==================== block 1
block_1/placed.png
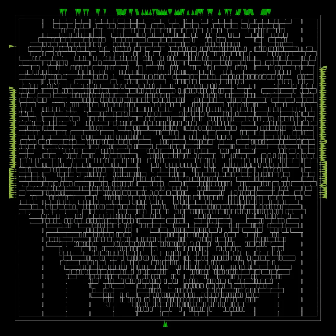

$ cat config.mk
export PLATFORM = sky130hd
export DESIGN_NAME = alu_dec_md
export DESIGN_NICKNAME = d
export VERILOG_FILES = /design/src/rtl/alu_pkg.sv /design/src/rtl/md_iter.sv /design/src/rtl/alu_dec_md.sv
export SDC_FILE = /design/constraint.sdc
export NUM_CORES = 1
export LEC_CHECK = 0
export ABC_AREA = 1
export ABC_CLOCK_PERIOD_IN_PS = 6000
export CAP_MARGIN = 5
export CORE_MARGIN = 2
export CORE_UTILIZATION = 44
export DETAILED_ROUTE_END_ITERATION = 8
export PLACE_DENSITY = 0.67
export SLEW_MARGIN = 20
export SYNTH_ARGS = -nofsm -noshare
export SYNTH_HDL_FRONTEND = slang
export SYNTH_SLANG_ARGS = --single-unit
$ cat constraint.sdc
create_clock -name clk -period 6 [get_ports clk]
set_input_delay 1.2 -clock clk [delete_from_list [all_inputs] [get_ports clk]]
set_output_delay 1.2 -clock clk [all_outputs]
set_load 0.02 [all_outputs]
$ cat src/rtl/alu_pkg.sv
// Shared ALU control codes, funct encodings and MDU state type for alu_dec_md.
// ALU_DEC_DIV_EN controls whether div/divu count as multiply/divide functs.
package alu_pkg;

    typedef logic [3:0] alu_ctrl_t;

    localparam alu_ctrl_t ALU_AND  = 4'b0000;
    localparam alu_ctrl_t ALU_OR   = 4'b0001;
    localparam alu_ctrl_t ALU_ADD  = 4'b0010;
    localparam alu_ctrl_t ALU_XOR  = 4'b0011;
    localparam alu_ctrl_t ALU_NOR  = 4'b0100;
    localparam alu_ctrl_t ALU_SUB  = 4'b0110;
    localparam alu_ctrl_t ALU_SLT  = 4'b0111;
    localparam alu_ctrl_t ALU_SLTU = 4'b1000;
    localparam alu_ctrl_t ALU_SLL  = 4'b1001;
    localparam alu_ctrl_t ALU_SRL  = 4'b1010;
    localparam alu_ctrl_t ALU_SRA  = 4'b1011;
    localparam alu_ctrl_t ALU_NONE = 4'b1111;

    typedef logic [5:0] funct_t;

    localparam funct_t F_ADD   = 6'b100000;
    localparam funct_t F_ADDU  = 6'b100001;
    localparam funct_t F_SUB   = 6'b100010;
    localparam funct_t F_SUBU  = 6'b100011;
    localparam funct_t F_AND   = 6'b100100;
    localparam funct_t F_OR    = 6'b100101;
    localparam funct_t F_XOR   = 6'b100110;
    localparam funct_t F_NOR   = 6'b100111;
    localparam funct_t F_SLT   = 6'b101010;
    localparam funct_t F_SLTU  = 6'b101011;
    localparam funct_t F_SLL   = 6'b000000;
    localparam funct_t F_SRL   = 6'b000010;
    localparam funct_t F_SRA   = 6'b000011;
    localparam funct_t F_MULT  = 6'b011000;
    localparam funct_t F_MULTU = 6'b011001;
    localparam funct_t F_DIV   = 6'b011010;
    localparam funct_t F_DIVU  = 6'b011011;
    localparam funct_t F_MFHI  = 6'b010000;
    localparam funct_t F_MTHI  = 6'b010001;
    localparam funct_t F_MFLO  = 6'b010010;
    localparam funct_t F_MTLO  = 6'b010011;

    localparam logic [1:0] OP_ADD   = 2'b00;
    localparam logic [1:0] OP_SUB   = 2'b01;
    localparam logic [1:0] OP_FUNCT = 2'b10;
    localparam logic [1:0] OP_SLT   = 2'b11;

    typedef enum logic [1:0] {
        MD_IDLE = 2'd0,
        MD_MUL  = 2'd1,
        MD_DIV  = 2'd2
    } md_state_t;

    function automatic logic is_md_funct(input funct_t f);
        logic r;
        r = 1'b0;
        case (f)
            F_MULT, F_MULTU, F_MFHI, F_MTHI, F_MFLO, F_MTLO: r = 1'b1;
`ifdef ALU_DEC_DIV_EN
            F_DIV, F_DIVU: r = 1'b1;
`endif
            default: r = 1'b0;
        endcase
        return r;
    endfunction

endpackage

$ cat src/rtl/md_iter.sv
// Iterative multiply/divide datapath: one shift-add or restoring step per cycle on magnitudes.
// Divider datapath only present when ALU_DEC_DIV_EN is defined.
module md_iter
    import alu_pkg::*;
#(
    parameter int WIDTH = 32
) (
    input  logic             clk,
    input  logic             rst_n,
    input  logic             start,
    input  logic             run,
    input  logic             md_div,
    input  logic             sgn,
    input  logic [WIDTH-1:0] a,
    input  logic [WIDTH-1:0] b,
    output logic             done,
    output logic [WIDTH-1:0] hi,
    output logic [WIDTH-1:0] lo
);

    localparam int CW = $clog2(WIDTH);

    logic [CW-1:0]      count;
    logic [WIDTH-1:0]   m, acc_hi, acc_lo, mag_a, mag_b, nxt_hi, nxt_lo;
    logic [WIDTH:0]     mul_sum;
    logic [2*WIDTH-1:0] prod;
    logic               neg_q;

    assign mag_a = (sgn && a[WIDTH-1]) ? -a : a;
    assign mag_b = (sgn && b[WIDTH-1]) ? -b : b;
    assign done  = run && (count == CW'(WIDTH - 1));

    // acc_lo starts as the multiplier and is shifted out as product bits shift in
    assign mul_sum = {1'b0, acc_hi} + (acc_lo[0] ? {1'b0, m} : '0);
    assign prod    = {mul_sum, acc_lo[WIDTH-1:1]};

`ifdef ALU_DEC_DIV_EN
    logic             is_div, neg_r, b_zero, q_bit;
    logic [WIDTH-1:0] a_orig;
    logic [WIDTH:0]   rem_sh, diff;

    assign rem_sh = {acc_hi, acc_lo[WIDTH-1]};
    assign diff   = rem_sh - {1'b0, m};
    assign q_bit  = !diff[WIDTH];

    always_comb begin
        {nxt_hi, nxt_lo} = prod;
        if (is_div) begin
            nxt_hi = q_bit ? diff[WIDTH-1:0] : rem_sh[WIDTH-1:0];
            nxt_lo = {acc_lo[WIDTH-2:0], q_bit};
        end
    end

    always_comb begin
        {hi, lo} = neg_q ? -prod : prod;
        if (is_div) begin
            if (b_zero) begin
                hi = a_orig;
                lo = '1;
            end else begin
                hi = neg_r ? -nxt_hi : nxt_hi;
                lo = neg_q ? -nxt_lo : nxt_lo;
            end
        end
    end

    always_ff @(posedge clk) begin
        if (!rst_n) begin
            is_div <= 1'b0;
            neg_r  <= 1'b0;
            b_zero <= 1'b0;
            a_orig <= '0;
        end else if (start) begin
            is_div <= md_div;
            neg_r  <= sgn && a[WIDTH-1];
            b_zero <= (b == '0);
            a_orig <= a;
        end
    end
`else
    logic unused_md_div;

    assign unused_md_div    = md_div;
    assign {nxt_hi, nxt_lo} = prod;
    assign {hi, lo}         = neg_q ? -prod : prod;
`endif

    always_ff @(posedge clk) begin
        if (!rst_n) begin
            count  <= '0;
            m      <= '0;
            acc_hi <= '0;
            acc_lo <= '0;
            neg_q  <= 1'b0;
        end else if (start) begin
            count  <= '0;
            acc_hi <= '0;
            neg_q  <= sgn && (a[WIDTH-1] ^ b[WIDTH-1]);
`ifdef ALU_DEC_DIV_EN
            m      <= md_div ? mag_b : mag_a;
            acc_lo <= md_div ? mag_a : mag_b;
`else
            m      <= mag_a;
            acc_lo <= mag_b;
`endif
        end else if (run) begin
            count  <= done ? '0 : count + 1'b1;
            acc_hi <= nxt_hi;
            acc_lo <= nxt_lo;
        end
    end

endmodule

$ cat src/rtl/alu_dec_md.sv
// ALU control decoder with a sequential multiply/divide unit, HI/LO and stall handshake.
// Define ALU_DEC_DIV_EN to include divide support; otherwise div/divu decode as illegal.
//
// state   | meaning
// MD_IDLE | MDU free, MD instructions issue on the next edge
// MD_MUL  | shift-add multiply iterating, HI/LO written on final edge
// MD_DIV  | restoring divide iterating, HI/LO written on final edge
module alu_dec_md
    import alu_pkg::*;
#(
    parameter int WIDTH  = 32,
    parameter int CTRL_W = 4
) (
    input  logic              clk,
    input  logic              rst_n,
    input  logic              instr_valid,
    input  logic [1:0]        alu_op,
    input  logic [5:0]        funct,
    input  logic [WIDTH-1:0]  a,
    input  logic [WIDTH-1:0]  b,
    output logic [CTRL_W-1:0] alu_control,
    output logic              illegal,
    output logic              md_busy,
    output logic              stall,
    output logic [WIDTH-1:0]  md_result,
    output logic [WIDTH-1:0]  hi,
    output logic [WIDTH-1:0]  lo
);

    md_state_t        state_q, state_d;
    alu_ctrl_t        ctrl;
    logic             is_md, md_req, md_issue, start_mul, start_div, iter_done;
    logic [WIDTH-1:0] iter_hi, iter_lo;

    assign is_md     = is_md_funct(funct);
    assign md_req    = instr_valid && (alu_op == OP_FUNCT) && is_md;
    assign md_busy   = (state_q != MD_IDLE);
    assign stall     = md_req && md_busy;
    assign md_issue  = md_req && !md_busy;
    assign start_mul = md_issue && (funct == F_MULT || funct == F_MULTU);
`ifdef ALU_DEC_DIV_EN
    assign start_div = md_issue && (funct == F_DIV || funct == F_DIVU);
`else
    assign start_div = 1'b0;
`endif

    always_comb begin
        ctrl    = ALU_NONE;
        illegal = 1'b0;
        case (alu_op)
            OP_ADD: ctrl = ALU_ADD;
            OP_SUB: ctrl = ALU_SUB;
            OP_SLT: ctrl = ALU_SLT;
            default: begin
                case (funct)
                    F_ADD, F_ADDU: ctrl = ALU_ADD;
                    F_SUB, F_SUBU: ctrl = ALU_SUB;
                    F_AND:         ctrl = ALU_AND;
                    F_OR:          ctrl = ALU_OR;
                    F_XOR:         ctrl = ALU_XOR;
                    F_NOR:         ctrl = ALU_NOR;
                    F_SLT:         ctrl = ALU_SLT;
                    F_SLTU:        ctrl = ALU_SLTU;
                    F_SLL:         ctrl = ALU_SLL;
                    F_SRL:         ctrl = ALU_SRL;
                    F_SRA:         ctrl = ALU_SRA;
                    default:       illegal = !is_md;
                endcase
            end
        endcase
        alu_control = CTRL_W'(ctrl);
    end

    always_comb begin
        md_result = '0;
        if (alu_op == OP_FUNCT && funct == F_MFHI) md_result = hi;
        else if (alu_op == OP_FUNCT && funct == F_MFLO) md_result = lo;
    end

    always_comb begin
        state_d = state_q;
        case (state_q)
            MD_IDLE: begin
                if (start_mul) state_d = MD_MUL;
                else if (start_div) state_d = MD_DIV;
            end
            MD_MUL, MD_DIV: if (iter_done) state_d = MD_IDLE;
            default: state_d = MD_IDLE;
        endcase
    end

    always_ff @(posedge clk) begin
        if (!rst_n) state_q <= MD_IDLE;
        else state_q <= state_d;
    end

    // Completion and mthi/mtlo cannot coincide: moves only issue while idle
    always_ff @(posedge clk) begin
        if (!rst_n) begin
            hi <= '0;
            lo <= '0;
        end else if (iter_done) begin
            hi <= iter_hi;
            lo <= iter_lo;
        end else if (md_issue && funct == F_MTHI) begin
            hi <= a;
        end else if (md_issue && funct == F_MTLO) begin
            lo <= a;
        end
    end

    md_iter #(.WIDTH(WIDTH)) u_md_iter (
        .clk    (clk),
        .rst_n  (rst_n),
        .start  (start_mul || start_div),
        .run    (md_busy),
        .md_div (start_div),
        .sgn    (!funct[0]),
        .a      (a),
        .b      (b),
        .done   (iter_done),
        .hi     (iter_hi),
        .lo     (iter_lo)
    );

endmodule

==================== block 2
[src/rtl/ssd_scan_arbiter_if.sv]
// Display-sharing bus between the two requesters and the scan arbiter.
// The requester side drives Req/Digits/Mask; the arbiter drives grants and the display.
interface ssd_scan_arbiter_if;
   logic        ReqA;
   logic [39:0] DigitsA;
   logic [7:0]  MaskA;
   logic        ReqB;
   logic [39:0] DigitsB;
   logic [7:0]  MaskB;
   logic        GntA;
   logic        GntB;
   logic [7:0]  An;
   logic [4:0]  Digit;
   logic        FrameDone;

   modport master (
      output ReqA, DigitsA, MaskA, ReqB, DigitsB, MaskB,
      input  GntA, GntB, An, Digit, FrameDone
   );

   modport slave (
      input  ReqA, DigitsA, MaskA, ReqB, DigitsB, MaskB,
      output GntA, GntB, An, Digit, FrameDone
   );
endinterface

[src/rtl/ssd_scan_arbiter.sv]
// 8-digit seven-segment scan with per-slot blanking, shared between two requesters.
// Ownership changes only at frame boundaries (round-robin with a minimum hold).
module ssd_scan_arbiter #(
   parameter int SCAN_DIV_BITS = 18,
   parameter int BLANK_CYCLES  = 64,
   parameter int HOLD_FRAMES   = 4
) (
   input logic               ClkPort,
   input logic               Reset,
   ssd_scan_arbiter_if.slave bus
);
   typedef enum logic {ST_BLANK = 1'b0, ST_DRIVE = 1'b1} scan_state_t;

   localparam int HW = (HOLD_FRAMES < 1) ? 1 : $clog2(HOLD_FRAMES + 1);
   localparam logic [HW-1:0]            HOLD_MAX   = HW'(HOLD_FRAMES);
   localparam logic [SCAN_DIV_BITS-1:0] BLANK_LAST = SCAN_DIV_BITS'(BLANK_CYCLES - 1);

   scan_state_t              r_state, w_state_nxt;
   logic [SCAN_DIV_BITS-1:0] r_slot_cnt;
   logic [2:0]               r_idx;
   logic                     r_gnt_a, r_gnt_b, r_ptr_b;
   logic [HW-1:0]            r_hold, w_hold_inc, w_hold_nxt;
   logic [4:0]               r_digit, w_code;
   logic [39:0]              w_digits;
   logic [7:0]               w_mask, w_an;
   logic                     w_slot_end, w_blank_end, w_frame_done;
   logic                     w_gnt_a_nxt, w_gnt_b_nxt, w_ptr_b_nxt, w_change;

   assign w_slot_end   = &r_slot_cnt;
   assign w_blank_end  = (r_slot_cnt == BLANK_LAST);
   assign w_frame_done = (r_state == ST_DRIVE) && w_slot_end && (r_idx == 3'd7);

   assign w_digits = r_gnt_a ? bus.DigitsA : (r_gnt_b ? bus.DigitsB : '0);
   assign w_mask   = r_gnt_a ? bus.MaskA   : (r_gnt_b ? bus.MaskB   : '0);
   assign w_code   = w_digits[int'(r_idx)*5 +: 5];

   always_ff @(posedge ClkPort or posedge Reset) begin
      if (Reset) begin
         r_state    <= ST_BLANK;
         r_slot_cnt <= '0;
         r_idx      <= '0;
      end else begin
         r_state    <= w_state_nxt;
         r_slot_cnt <= r_slot_cnt + 1'b1;
         if (r_state == ST_DRIVE && w_slot_end)
            r_idx <= r_idx + 3'd1;
      end
   end

   always_comb begin
      w_state_nxt = r_state;
      w_an        = 8'hFF;
      case (r_state)
         ST_BLANK: if (w_blank_end) w_state_nxt = ST_DRIVE;
         ST_DRIVE: begin
            if (w_slot_end) w_state_nxt = ST_BLANK;
            if ((r_gnt_a || r_gnt_b) && w_mask[r_idx]) w_an[r_idx] = 1'b0;
         end
         default:  w_state_nxt = ST_BLANK;
      endcase
   end

   // The frame just finishing counts toward the hold, so a grant lasts HOLD_FRAMES full frames.
   assign w_hold_inc = (r_hold >= HOLD_MAX) ? r_hold : r_hold + 1'b1;

   always_comb begin
      w_gnt_a_nxt = r_gnt_a;
      w_gnt_b_nxt = r_gnt_b;
      if (w_frame_done) begin
         if (!r_gnt_a && !r_gnt_b) begin
            if (bus.ReqA && bus.ReqB) begin
               w_gnt_a_nxt = !r_ptr_b;
               w_gnt_b_nxt = r_ptr_b;
            end else begin
               w_gnt_a_nxt = bus.ReqA;
               w_gnt_b_nxt = bus.ReqB;
            end
         end else if (r_gnt_a) begin
            if (!bus.ReqA || (bus.ReqB && w_hold_inc >= HOLD_MAX)) begin
               w_gnt_a_nxt = 1'b0;
               w_gnt_b_nxt = bus.ReqB;
            end
         end else begin
            if (!bus.ReqB || (bus.ReqA && w_hold_inc >= HOLD_MAX)) begin
               w_gnt_b_nxt = 1'b0;
               w_gnt_a_nxt = bus.ReqA;
            end
         end
      end
   end

   // Pointer favours whoever is not holding the display; on release it favours the other side.
   always_comb begin
      w_change    = (w_gnt_a_nxt != r_gnt_a) || (w_gnt_b_nxt != r_gnt_b);
      w_hold_nxt  = r_hold;
      w_ptr_b_nxt = r_ptr_b;
      if (w_change) begin
         w_hold_nxt  = '0;
         w_ptr_b_nxt = w_gnt_a_nxt || (!w_gnt_b_nxt && r_gnt_a);
      end else if (w_frame_done && (r_gnt_a || r_gnt_b)) begin
         w_hold_nxt = w_hold_inc;
      end
   end

   always_ff @(posedge ClkPort or posedge Reset) begin
      if (Reset) begin
         r_gnt_a <= 1'b0;
         r_gnt_b <= 1'b0;
         r_ptr_b <= 1'b0;
         r_hold  <= '0;
         r_digit <= '0;
      end else begin
         r_gnt_a <= w_gnt_a_nxt;
         r_gnt_b <= w_gnt_b_nxt;
         r_ptr_b <= w_ptr_b_nxt;
         r_hold  <= w_hold_nxt;
         if (r_state == ST_BLANK && r_slot_cnt == '0)
            r_digit <= w_code;
      end
   end

   assign bus.GntA      = r_gnt_a;
   assign bus.GntB      = r_gnt_b;
   assign bus.An        = w_an;
   assign bus.Digit     = r_digit;
   assign bus.FrameDone = w_frame_done;
endmodule

[src/flat_wrapper.sv]
// flat-port wrapper written by rule: the top's interface ports become plain ports
module ssd_scan_arbiter_flat 
#(
   parameter int SCAN_DIV_BITS = 18,
   parameter int BLANK_CYCLES  = 64,
   parameter int HOLD_FRAMES   = 4
)
  (ClkPort, Reset, bus_ReqA, bus_DigitsA, bus_MaskA, bus_ReqB, bus_DigitsB, bus_MaskB, bus_GntA, bus_GntB, bus_An, bus_Digit, bus_FrameDone);
  ssd_scan_arbiter_if bus_i ();
  input logic ClkPort;
  input logic Reset;
  input wire logic [$bits(bus_i.ReqA)-1:0] bus_ReqA;
  input wire logic [$bits(bus_i.DigitsA)-1:0] bus_DigitsA;
  input wire logic [$bits(bus_i.MaskA)-1:0] bus_MaskA;
  input wire logic [$bits(bus_i.ReqB)-1:0] bus_ReqB;
  input wire logic [$bits(bus_i.DigitsB)-1:0] bus_DigitsB;
  input wire logic [$bits(bus_i.MaskB)-1:0] bus_MaskB;
  output wire logic [$bits(bus_i.GntA)-1:0] bus_GntA;
  output wire logic [$bits(bus_i.GntB)-1:0] bus_GntB;
  output wire logic [$bits(bus_i.An)-1:0] bus_An;
  output wire logic [$bits(bus_i.Digit)-1:0] bus_Digit;
  output wire logic [$bits(bus_i.FrameDone)-1:0] bus_FrameDone;
  assign bus_i.ReqA = bus_ReqA;
  assign bus_i.DigitsA = bus_DigitsA;
  assign bus_i.MaskA = bus_MaskA;
  assign bus_i.ReqB = bus_ReqB;
  assign bus_i.DigitsB = bus_DigitsB;
  assign bus_i.MaskB = bus_MaskB;
  assign bus_GntA = bus_i.GntA;
  assign bus_GntB = bus_i.GntB;
  assign bus_An = bus_i.An;
  assign bus_Digit = bus_i.Digit;
  assign bus_FrameDone = bus_i.FrameDone;
  ssd_scan_arbiter #(.SCAN_DIV_BITS(SCAN_DIV_BITS), .BLANK_CYCLES(BLANK_CYCLES), .HOLD_FRAMES(HOLD_FRAMES)) u_core (.ClkPort(ClkPort), .Reset(Reset), .bus(bus_i));
endmodule
[config.mk]
export PLATFORM = sky130hd
export DESIGN_NAME = ssd_scan_arbiter_flat
export DESIGN_NICKNAME = d
export VERILOG_FILES = /design/src/rtl/ssd_scan_arbiter_if.sv /design/src/rtl/ssd_scan_arbiter.sv /design/src/flat_wrapper.sv
export SDC_FILE = /design/constraint.sdc
export NUM_CORES = 1
export LEC_CHECK = 0
export CAP_MARGIN = 25
export CORE_ASPECT_RATIO = 1.5
export CORE_UTILIZATION = 44
export CTS_BUF_LIST = sky130_fd_sc_hd__clkbuf_16
export CTS_CLUSTER_SIZE = 8
export DETAILED_ROUTE_END_ITERATION = 7
export GPL_ROUTABILITY_DRIVEN = 0
export PLACE_DENSITY = 0.95
export SLEW_MARGIN = 20
export SYNTH_ARGS = -nofsm -noshare
export SYNTH_HDL_FRONTEND = slang
export SYNTH_SLANG_ARGS = --single-unit
export TNS_END_PERCENT = 1
[constraint.sdc]
create_clock -name ClkPort -period 6.8 [get_ports ClkPort]
set_clock_uncertainty 0.15 [all_clocks]
set_input_delay 1.02 -clock ClkPort [delete_from_list [all_inputs] [get_ports ClkPort]]
set_output_delay 1.02 -clock ClkPort [all_outputs]
set_load 0.1 [all_outputs]
==================== block 3
`config.mk`:
```
export PLATFORM = sky130hd
export DESIGN_NAME = store_buffer
export DESIGN_NICKNAME = d
export VERILOG_FILES = /design/src/rtl/store_buffer.sv
export SDC_FILE = /design/constraint.sdc
export NUM_CORES = 1
export LEC_CHECK = 0
export CORE_AREA = 5 5 205 207
export CTS_CLUSTER_SIZE = 12
export DETAILED_ROUTE_END_ITERATION = 6
export DIE_AREA = 0 0 210 212
export PLACE_DENSITY = 0.76
export SYNTH_ARGS = -nofsm -noshare
export SYNTH_HDL_FRONTEND = slang
export SYNTH_SLANG_ARGS = --single-unit
export TNS_END_PERCENT = 10
```
`constraint.sdc`:
```
create_clock -name clk -period 5.74 [get_ports clk]
set_input_delay 0.574 -clock clk [delete_from_list [all_inputs] [get_ports clk]]
set_output_delay 0.574 -clock clk [all_outputs]
set_load 0.01 [all_outputs]
```
`src/rtl/store_buffer.sv`:
```
// Word store buffer: circular FIFO of pending stores with youngest-match load forwarding; drains one entry per cycle when no load owns memory.
// Latency: a buffered store is written to memory at the first edge with no load, one cycle after its push at the earliest; stall asserts when full.
module store_buffer #(
   parameter int DEPTH = 4
) (
   input  logic        clk,
   input  logic        reset,
   input  logic        st_valid,
   input  logic [31:0] st_addr,
   input  logic [31:0] st_data,
   input  logic        ld_valid,
   input  logic [31:0] ld_addr,
   output logic [31:0] ld_data,
   output logic        stall,
   output logic        empty,
   output logic        dm_we,
   output logic [31:0] dm_addr,
   output logic [31:0] dm_wdata,
   input  logic [31:0] dm_rdata
);

   localparam int AW = (DEPTH > 1) ? $clog2(DEPTH) : 1;
   typedef logic [AW-1:0] ptr_t;

   logic [29:0] ent_addr [DEPTH];
   logic [31:0] ent_data [DEPTH];
   ptr_t        head;
   ptr_t        tail;
   logic [AW:0] count;
   logic        push;
   logic        drain;
   ptr_t        fwd_idx;
   logic        fwd_hit;
   logic [31:0] fwd_data;
   logic        unused_addr_lsbs;

   assign unused_addr_lsbs = ^{st_addr[1:0], ld_addr[1:0]};

   assign stall = (count == (AW+1)'(DEPTH));
   assign empty = (count == '0);
   assign push  = st_valid && !stall;
   assign drain = !ld_valid && !empty && !reset;

   // Loads own the memory port; otherwise the head entry is written out.
   always_comb begin
      dm_we    = 1'b0;
      dm_addr  = 32'h0;
      dm_wdata = 32'h0;
      if (ld_valid) begin
         dm_addr = ld_addr;
      end else if (drain) begin
         dm_we    = 1'b1;
         dm_addr  = {ent_addr[head], 2'b00};
         dm_wdata = ent_data[head];
      end
   end

   // Walk oldest to youngest so the last match seen is the youngest store.
   always_comb begin
      fwd_idx  = head;
      fwd_hit  = 1'b0;
      fwd_data = 32'h0;
      for (int i = 0; i < DEPTH; i++) begin
         fwd_idx = head + ptr_t'(i);
         if (((AW+1)'(i) < count) && (ent_addr[fwd_idx] == ld_addr[31:2])) begin
            fwd_hit  = 1'b1;
            fwd_data = ent_data[fwd_idx];
         end
      end
      ld_data = fwd_hit ? fwd_data : dm_rdata;
   end

   always_ff @(posedge clk) begin
      if (reset) begin
         head  <= '0;
         tail  <= '0;
         count <= '0;
      end else begin
         if (push)
            tail <= tail + ptr_t'(1);
         if (drain)
            head <= head + ptr_t'(1);
         case ({push, drain})
            2'b10:   count <= count + (AW+1)'(1);
            2'b01:   count <= count - (AW+1)'(1);
            default: count <= count;
         endcase
      end
   end

   // Payload carries no reset; occupancy is tracked by count alone.
   always_ff @(posedge clk) begin
      if (push && !reset) begin
         ent_addr[tail] <= st_addr[31:2];
         ent_data[tail] <= st_data;
      end
   end

endmodule
```
==================== block 4
`src/rtl/io_ctrl_pkg.sv`:
```
// Shared IO-controller types: debouncer state encoding and a level helper.
package io_ctrl_pkg;

    typedef enum logic [1:0] {
        STABLE_LO = 2'd0,
        PEND_HI   = 2'd1,
        STABLE_HI = 2'd2,
        PEND_LO   = 2'd3
    } debounce_state_t;

    // Debounced level presented while in a given state.
    function automatic logic state_level(input debounce_state_t s);
        return (s == STABLE_HI) || (s == PEND_LO);
    endfunction

endpackage

```
`src/rtl/tick_prescaler.sv`:
```
// Free-running divider producing a one-cycle tick every DIV enabled clocks.
module tick_prescaler #(
    parameter int DIV = 1000
) (
    input  logic clk,
    input  logic rst_n,
    input  logic enable,
    output logic tick
);

    localparam int W = (DIV > 1) ? $clog2(DIV) : 1;
    localparam logic [W-1:0] LAST = W'(DIV - 1);

    logic [W-1:0] cnt;

    if (DIV < 1) begin : g_bad_div
        $error("tick_prescaler: DIV must be >= 1");
    end

    assign tick = enable && (cnt == LAST);

    always_ff @(posedge clk) begin
        if (!rst_n) begin
            cnt <= '0;
        end else if (tick) begin
            cnt <= '0;
        end else if (enable) begin
            cnt <= cnt + W'(1);
        end
    end

endmodule

```
`src/rtl/input_debouncer.sv`:
```
// Synchronizes a raw pin and only passes a level change once it has been
// seen on STABLE_CNT consecutive sample ticks.
module input_debouncer
    import io_ctrl_pkg::*;
#(
    parameter int TICK_DIV   = 1000,
    parameter int STABLE_CNT = 8
) (
    input  logic clk,
    input  logic rst_n,
    input  logic enable,
    input  logic data_in,
    output logic data_out,
    output logic changed,
    output logic sample_tick
);

    localparam int SW = $clog2(STABLE_CNT + 1);
    localparam logic [SW-1:0] SC_LAST = SW'(STABLE_CNT - 1);

    if (TICK_DIV < 1 || STABLE_CNT < 1) begin : g_bad_params
        $error("input_debouncer: TICK_DIV and STABLE_CNT must be >= 1");
    end

    logic            sync0, sync1, data_s;
    debounce_state_t state, next_state;
    logic [SW-1:0]   sc, next_sc;
    logic            next_out, next_changed;

    always_ff @(posedge clk) begin
        if (!rst_n) begin
            sync0 <= 1'b0;
            sync1 <= 1'b0;
        end else begin
            sync0 <= data_in;
            sync1 <= sync0;
        end
    end

    assign data_s = sync1;

    tick_prescaler #(.DIV(TICK_DIV)) u_prescaler (
        .clk    (clk),
        .rst_n  (rst_n),
        .enable (enable),
        .tick   (sample_tick)
    );

    always_ff @(posedge clk) begin
        if (!rst_n) begin
            state    <= STABLE_LO;
            sc       <= '0;
            data_out <= 1'b0;
            changed  <= 1'b0;
        end else begin
            state    <= next_state;
            sc       <= next_sc;
            data_out <= next_out;
            changed  <= next_changed;
        end
    end

    always_comb begin
        next_state = state;
        next_sc    = sc;
        if (sample_tick) begin
            unique case (state)
                STABLE_LO: if (data_s) begin
                    if (STABLE_CNT == 1) begin
                        next_state = STABLE_HI;
                    end else begin
                        next_state = PEND_HI;
                        next_sc    = SW'(1);
                    end
                end
                PEND_HI: if (!data_s) begin
                    next_state = STABLE_LO;
                    next_sc    = '0;
                end else if (sc == SC_LAST) begin
                    next_state = STABLE_HI;
                    next_sc    = '0;
                end else begin
                    next_sc = sc + SW'(1);
                end
                STABLE_HI: if (!data_s) begin
                    if (STABLE_CNT == 1) begin
                        next_state = STABLE_LO;
                    end else begin
                        next_state = PEND_LO;
                        next_sc    = SW'(1);
                    end
                end
                PEND_LO: if (data_s) begin
                    next_state = STABLE_HI;
                    next_sc    = '0;
                end else if (sc == SC_LAST) begin
                    next_state = STABLE_LO;
                    next_sc    = '0;
                end else begin
                    next_sc = sc + SW'(1);
                end
            endcase
        end
    end

    // data_out is registered from the next state so it flips on the same
    // edge the FSM enters a stable state; changed marks that edge.
    always_comb begin
        next_out     = state_level(next_state);
        next_changed = (next_out != data_out);
    end

endmodule
```
`config.mk`:
```
export PLATFORM = sky130hd
export DESIGN_NAME = input_debouncer
export DESIGN_NICKNAME = d
export VERILOG_FILES = /design/src/rtl/io_ctrl_pkg.sv /design/src/rtl/tick_prescaler.sv /design/src/rtl/input_debouncer.sv
export SDC_FILE = /design/constraint.sdc
export NUM_CORES = 1
export LEC_CHECK = 0
export CAP_MARGIN = 30
export CORE_ASPECT_RATIO = 0.7
export CORE_MARGIN = 4
export CORE_UTILIZATION = 45
export CTS_CLUSTER_SIZE = 10
export DETAILED_ROUTE_END_ITERATION = 7
export GPL_TIMING_DRIVEN = 0
export PLACE_DENSITY = 0.74
export SLEW_MARGIN = 15
export SYNTH_ARGS = -nofsm -noshare
export SYNTH_HDL_FRONTEND = slang
export SYNTH_SLANG_ARGS = --single-unit
```
`constraint.sdc`:
```
create_clock -name clk -period 4.4 [get_ports clk]
set_input_delay 0.44 -clock clk [delete_from_list [all_inputs] [get_ports clk]]
set_output_delay 0.44 -clock clk [all_outputs]
set_load 0.05 [all_outputs]
```
block_1/gates.png
Scale: 3 px per um.
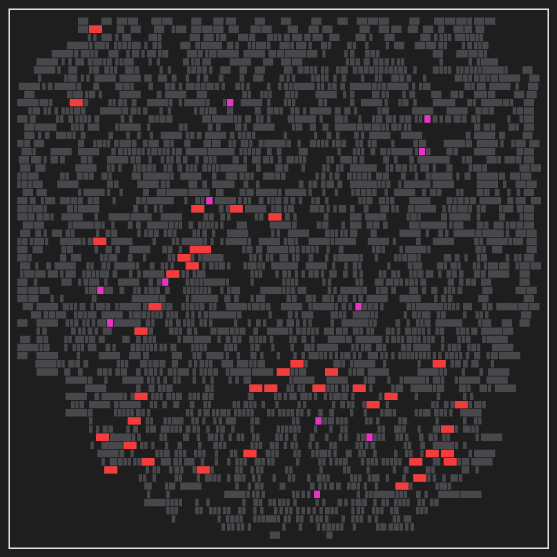
| colour | family | cells |
|---|---|---|
| red | fa/ha/maj cells | 38 |
| magenta | and/or cells | 11 |
most frequent logic cell in the layout: nand2_1
combinational share of cell area: 0.507
non-filler cells, final: 2841

About block_1/placed.png:
CORE AREA: 30400 um2
number of tapcells: 396
Seq area share: 0.207
fill count: 3141

==> impl_metrics.ini, block 1 <==
; synthesis and place-and-route metrics
[run_status]
status = finished, final reports clean

[logic_synthesis]
yosysWarnings = 0
aoi_share = 0.182
synth_flops = 167
mux_area_frac = 0
top_logic_kind = simple AND/OR/NAND/NOR gates
synth-edff-count = 0
top_area_cell = dfxtp_1
synth_dominant_cell_count = nand2_1
ys_cells = 2308
netlist_instances = 2308
syn_nets = 2421
synthDistinctLibCells = 51

[hold_path]
min-delay-start = u_md_iter.m[20]$_SDFFE_PN0P_
worstHoldPathCells = 2

[critical_path]
crit_end = md_result[4]
end_kind = primary output
crit_top_cell = clkdlybuf4s50_1
crit_family = buffers and inverters
rr_endpoint = hi[26]$_SDFFE_PN0P_
cp.depth = 7
arrival_ns = 3.87
ff2ff_path_depth = 19
critPathSlowestCell = clkdlybuf4s50_1

[route]
post_drt_wl_per_cell_um = 17.4
drt_iter0_markers = 1438
drt_drc_violations_left = 0
dr_wl_met3_um = 3620

[power_and_ir_drop]
switching_share = 0.283
power_clock_w = 0.00118
sequentialPowerShare = 0.442
clkPwrFrac = 0.470
sequentialPower_w = 0.00111
intPower_w = 0.00180

[clock_network]
cts_sinks = 167
cts_hold_buf = 0
cts_root_buf = clkbuf_16
cts_max_level = 4
clock_path_buffers = 2

[layout]
utilization = 0.530
antennaDiodeCount = 0
final_cell_mix = nand2_1, inv_1, nor2_1
comb_area_um2 = 8180
finalNetCount = 2545
seq_area_um2 = 3350

[floorplanning]
die_h_um = 179
io_pins = 178
die_area_um2 = 32100

[placement]
dp_cells = 2809
port_buffers = 177
place_hpwl_um = 37700

[sta]
fmax_mhz = 197
fin_crit_sh = 0.846

[global_route]
met3_usage = 0.0346
antenna_found_initial = 0
grt_pass1_wl_um = 76400
grt_pass1_vias = 14300
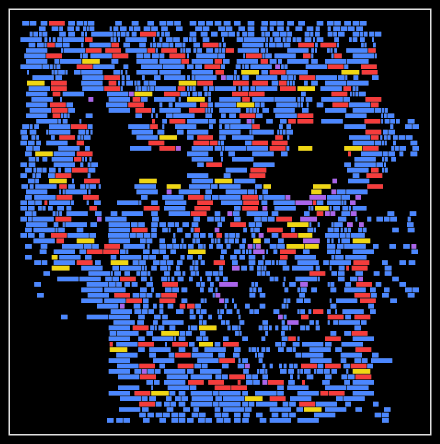
block_3/sizing.png
Scale: 2 px per um.
| colour | size | cells |
|---|---|---|
| purple | x3 and x4 | 42 |
| blue | x1 and smaller | 1337 |
| red | x2 | 179 |
| yellow | x6 and larger | 40 |
Area Growth Syn to Fin: 20.0%
Finished Cell Area: 21200 um2
setup ws final: 0.150 ns
Non-CTS buffers: 265

==> impl_metrics.ini, block 3 <==
; synthesis and place-and-route metrics
[run_status]
status = finished, final reports clean

[route]
dr_total_vias = 13400
drt_drc_violations_left = 0
met2WireLength_um = 26300
post_drt_wl_per_cell_um = 25.7
antenna_left = 0

[logic_synthesis]
mux_area_frac = 0.276
ys_cells = 1408
seq_area_frac_synth = 0.432
aoi_share = 0.104
top_cell_area_share = 0.422
synthesis.area_um2 = 17700
synth-edff-count = 248
synth_top_flop_cell = edfxtp_1
area_leaders = edfxtp_1, mux4_2, mux2i_1
synth_dominant_cell_count = edfxtp_1
syn_nets = 1549
simple_gate_area_frac = 0.0888
ys_sh_adder = 0.00638

[layout]
finalNetCount = 1717
seq_area_um2 = 7640
utilization = 0.527
comb_cells = 1013
lay_top_count = edfxtp_1
fill_cells = 3435
nonClkBufAreaFrac = 0.124
seq_share = 0.361
comb_share = 0.440

[clock_network]
cts_hold_buf = 0
cts_tree = yes
post-cts-setup-buffer-count = 0
cts_resized = 1
path_clk_slew_ns = 0.06
cts_root_buf = clkbuf_16

[run]
warnings = 36
cap_violations = 0

[floorplanning]
initCoreUtil = 0.439
die_w_um = 210
num_rows = 74
die_area_um2 = 44500

[power_and_ir_drop]
ir_worst_vdd_mv = 0.241
powerDensity_nw_per_um2 = 294
p_switching_w = 0.00204
p_total_w = 0.00624
clkPwrFrac = 0.277
power_clock_w = 0.00173

[hold_path]
hold_end = tail[1]$_SDFFE_PP0P_
min-delay-start = tail[1]$_SDFFE_PP0P_

[global_route]
met3_usage = 0.0376
grt_max_degree = 111
top_usage_layer = met2
met2_usage = 0.390
grt_use_met1 = 0.328
grt_util_all_layers = 0.237

[critical_path]
ff2ff_setup_slack_ns = 2.72
critical_path.cell_chain = buf_12 > buf_4 > mux4_2 > xnor2_1 > nand4_1 > nor4_1 > nand4_1 > buf_4 > and2_1 > o31ai_2 > clkdlybuf4s50_1
cp-startpoint = head[0]$_SDFFE_PP0P_
critPathMaxFanout = 64

[placement]
gp_congestion = 0.973
place_hpwl_um = 38400
port_buffers = 228

[sta]
slew-limit-headroom = 0.260
setup_violations = 0
finalSetupTns_ns = 0
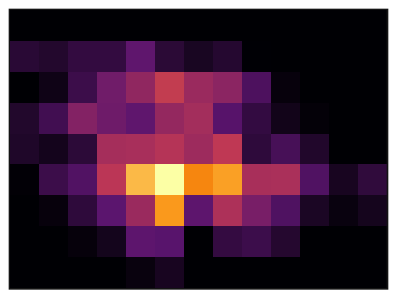
block_4/route_heat.png
Scale: 6 px per um. The die is cut into 13 by 9 equal tiles; black is low, pale yellow is high, scaled to the fullest tile. Values are wire area over tile area, all layers added.
emptiest ninth of the die: top right
mean over tiles: 0.096
fullest tile: 0.61
tiles over half the peak: 6.0%
nearly empty tiles: 42%
densest ninth of the die: middle
Wirelength per Cell: 12.7 um
Via Count: 756
gr usage total: 0.125
total wire length: 1720 um

==> impl_metrics.ini, block 4 <==
; synthesis and place-and-route metrics
[logic_synthesis]
ys_sh_xor = 0.0926
netlist_instances = 106
aoi_share = 0.103

[placement]
port_buffers = 4
post-place-ws_ns = 1.69
gp_congestion = 0.824

[run_status]
status = finished, final reports clean

[clock_network]
cts_resized = 0
clk_latency_ns = 0.30
cts_hold_buf = 0

[floorplanning]
coreArea_um2 = 1920

[route]
top_layer = met4
drt_drc_violations_left = 0

[layout]
seq_area_um2 = 400
lay_top_count = dfxtp_1
design_area_um2 = 1070

[hold_path]
min_path_type = input port to flop

[critical_path]
end_kind = primary output
path_class = flop to primary output
block_2/placed.png
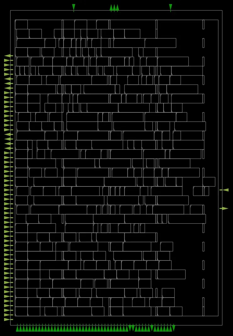
CORE AREA: 5200 um2
Layout Utilization: 0.724
non-filler cells, final: 394

block_2/port_trees.png
Scale: 3 px per um.
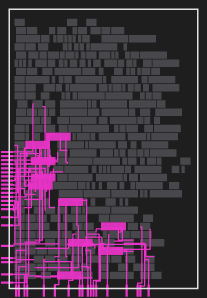
| colour | port | bits | direction | edge | end cells | buffers | wire |
|---|---|---|---|---|---|---|---|
| magenta | bus_DigitsA | 40 | input | 22 left, 18 bottom | 10 | 40 | 1090 um |
# IOs: 116
Buffers on Ports: 115

==> impl_metrics.ini, block 2 <==
; synthesis and place-and-route metrics
[logic_synthesis]
netlist_instances = 213
synthDistinctLibCells = 42
synth_flops = 33
syn_nets = 319
area_leaders = dfrtp_1, mux4_2, nand2_1
top_cell_area_share = 0.343
synth_area_per_cell_um2 = 11.3
ys_sh_adder = 0.0312
synth_top_flop_cell = dfrtp_1

[sta]
post-route-min-period_ns = 4.60
slew_viol_final = 0
fin_crit_sh = 0.677
max_slew.worst_pin.slew_ns = 1.01
finalHoldViolations = 0
fmax_mhz = 217

[run_status]
status = finished, final reports clean

[critical_path]
cp.depth = 4
r2r_start = u_core.r_idx[2]$_DFFE_PP0P_
critPathSlowestCell = clkdlybuf4s50_1
crit_family = buffers and inverters
end_kind = primary output
crit_end = bus_FrameDone
rr_endpoint = u_core.r_hold[0]$_DFFE_PP0P_

[hold_path]
min-delay-start = u_core.bus.Digit[4]$_DFFE_PP0P_
hold_end = u_core.bus.Digit[4]$_DFFE_PP0P_

[global_route]
antenna_found_initial = 0
met3_usage = 0.0567

[run]
warnings = 29

[layout]
lay_top_count = clkdlybuf4s50_1
synthToLayoutAreaGrowth_pct = 56.7
seq_area_um2 = 826
comb_area_um2 = 1500
top_area_cell_class = multi-input combinational cells
fill_cells = 347

[route]
dr_wl_met3_um = 452
vias_per_cell = 5.89
dr_total_vias = 2320
dr.pass1.iters = 4

[clock_network]
post-cts-setup-buffer-count = 0
cts_resized = 0
cts_hold_buf = 0
cts_sinks = 33
path_clk_slew_ns = 0.05

[power_and_ir_drop]
intPower_w = 0.000437
powerDensity_nw_per_um2 = 146
p_comb_frac = 0.186
p_switching_w = 0.000115
switching_share = 0.209
p_total_w = 0.000552
ir_worst_vdd_mv = 0.115

[floorplanning]
tap_cells = 68

[placement]
post-place-ws_ns = 2.29


==> screenshots <==
Cell sizes after repair.
shot_01.png
Scale: 3 px per um.
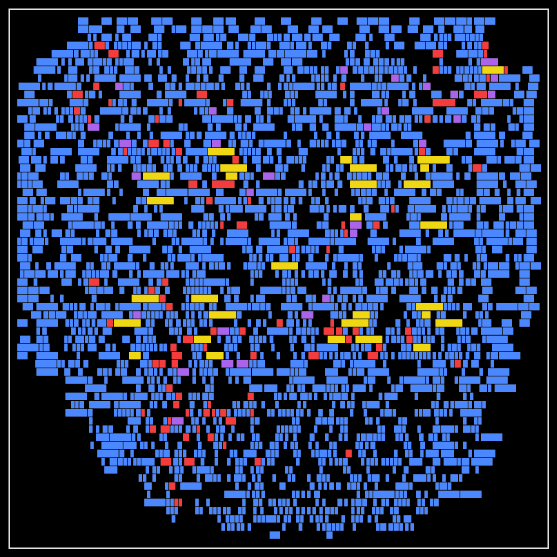
shot_02.png
Scale: 8 px per um.
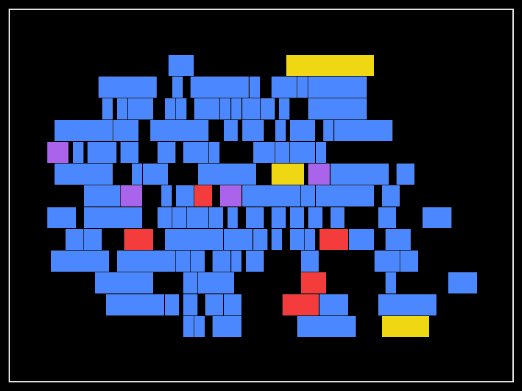
shot_03.png
Scale: 4 px per um.
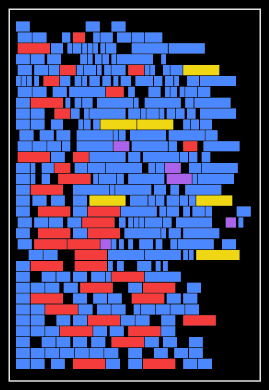
| picture | from |
|---|---|
| shot_02.png | block 4 |
| shot_03.png | block 2 |
| shot_01.png | block 1 |
The one with the smallest die is shot_02.png.
The one with the fewest cells is shot_02.png.

Key to shot_03.png:
| colour | size | cells |
|---|---|---|
| purple | x3 and x4 | 5 |
| red | x2 | 37 |
| yellow | x6 and larger | 6 |
| blue | x1 and smaller | 278 |


==> gallery <==
Gate families picked out.
panel A
Scale: 8 px per um.
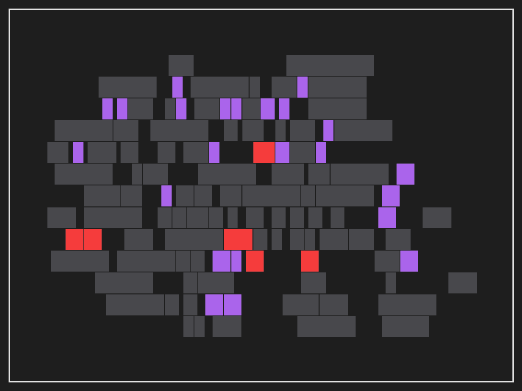
panel B
Scale: 4 px per um.
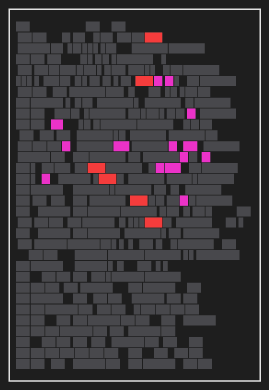
panel C
Scale: 2 px per um.
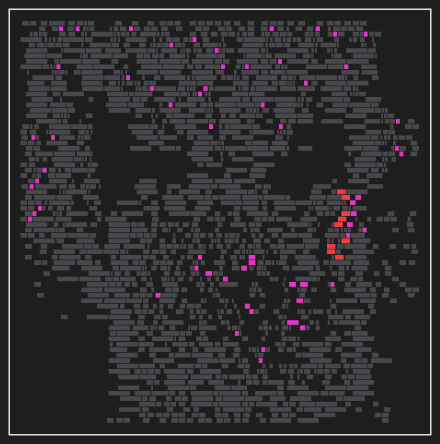
panel A -> block 4
panel C -> block 3
panel B -> block 2
Of these, largest die: panel C

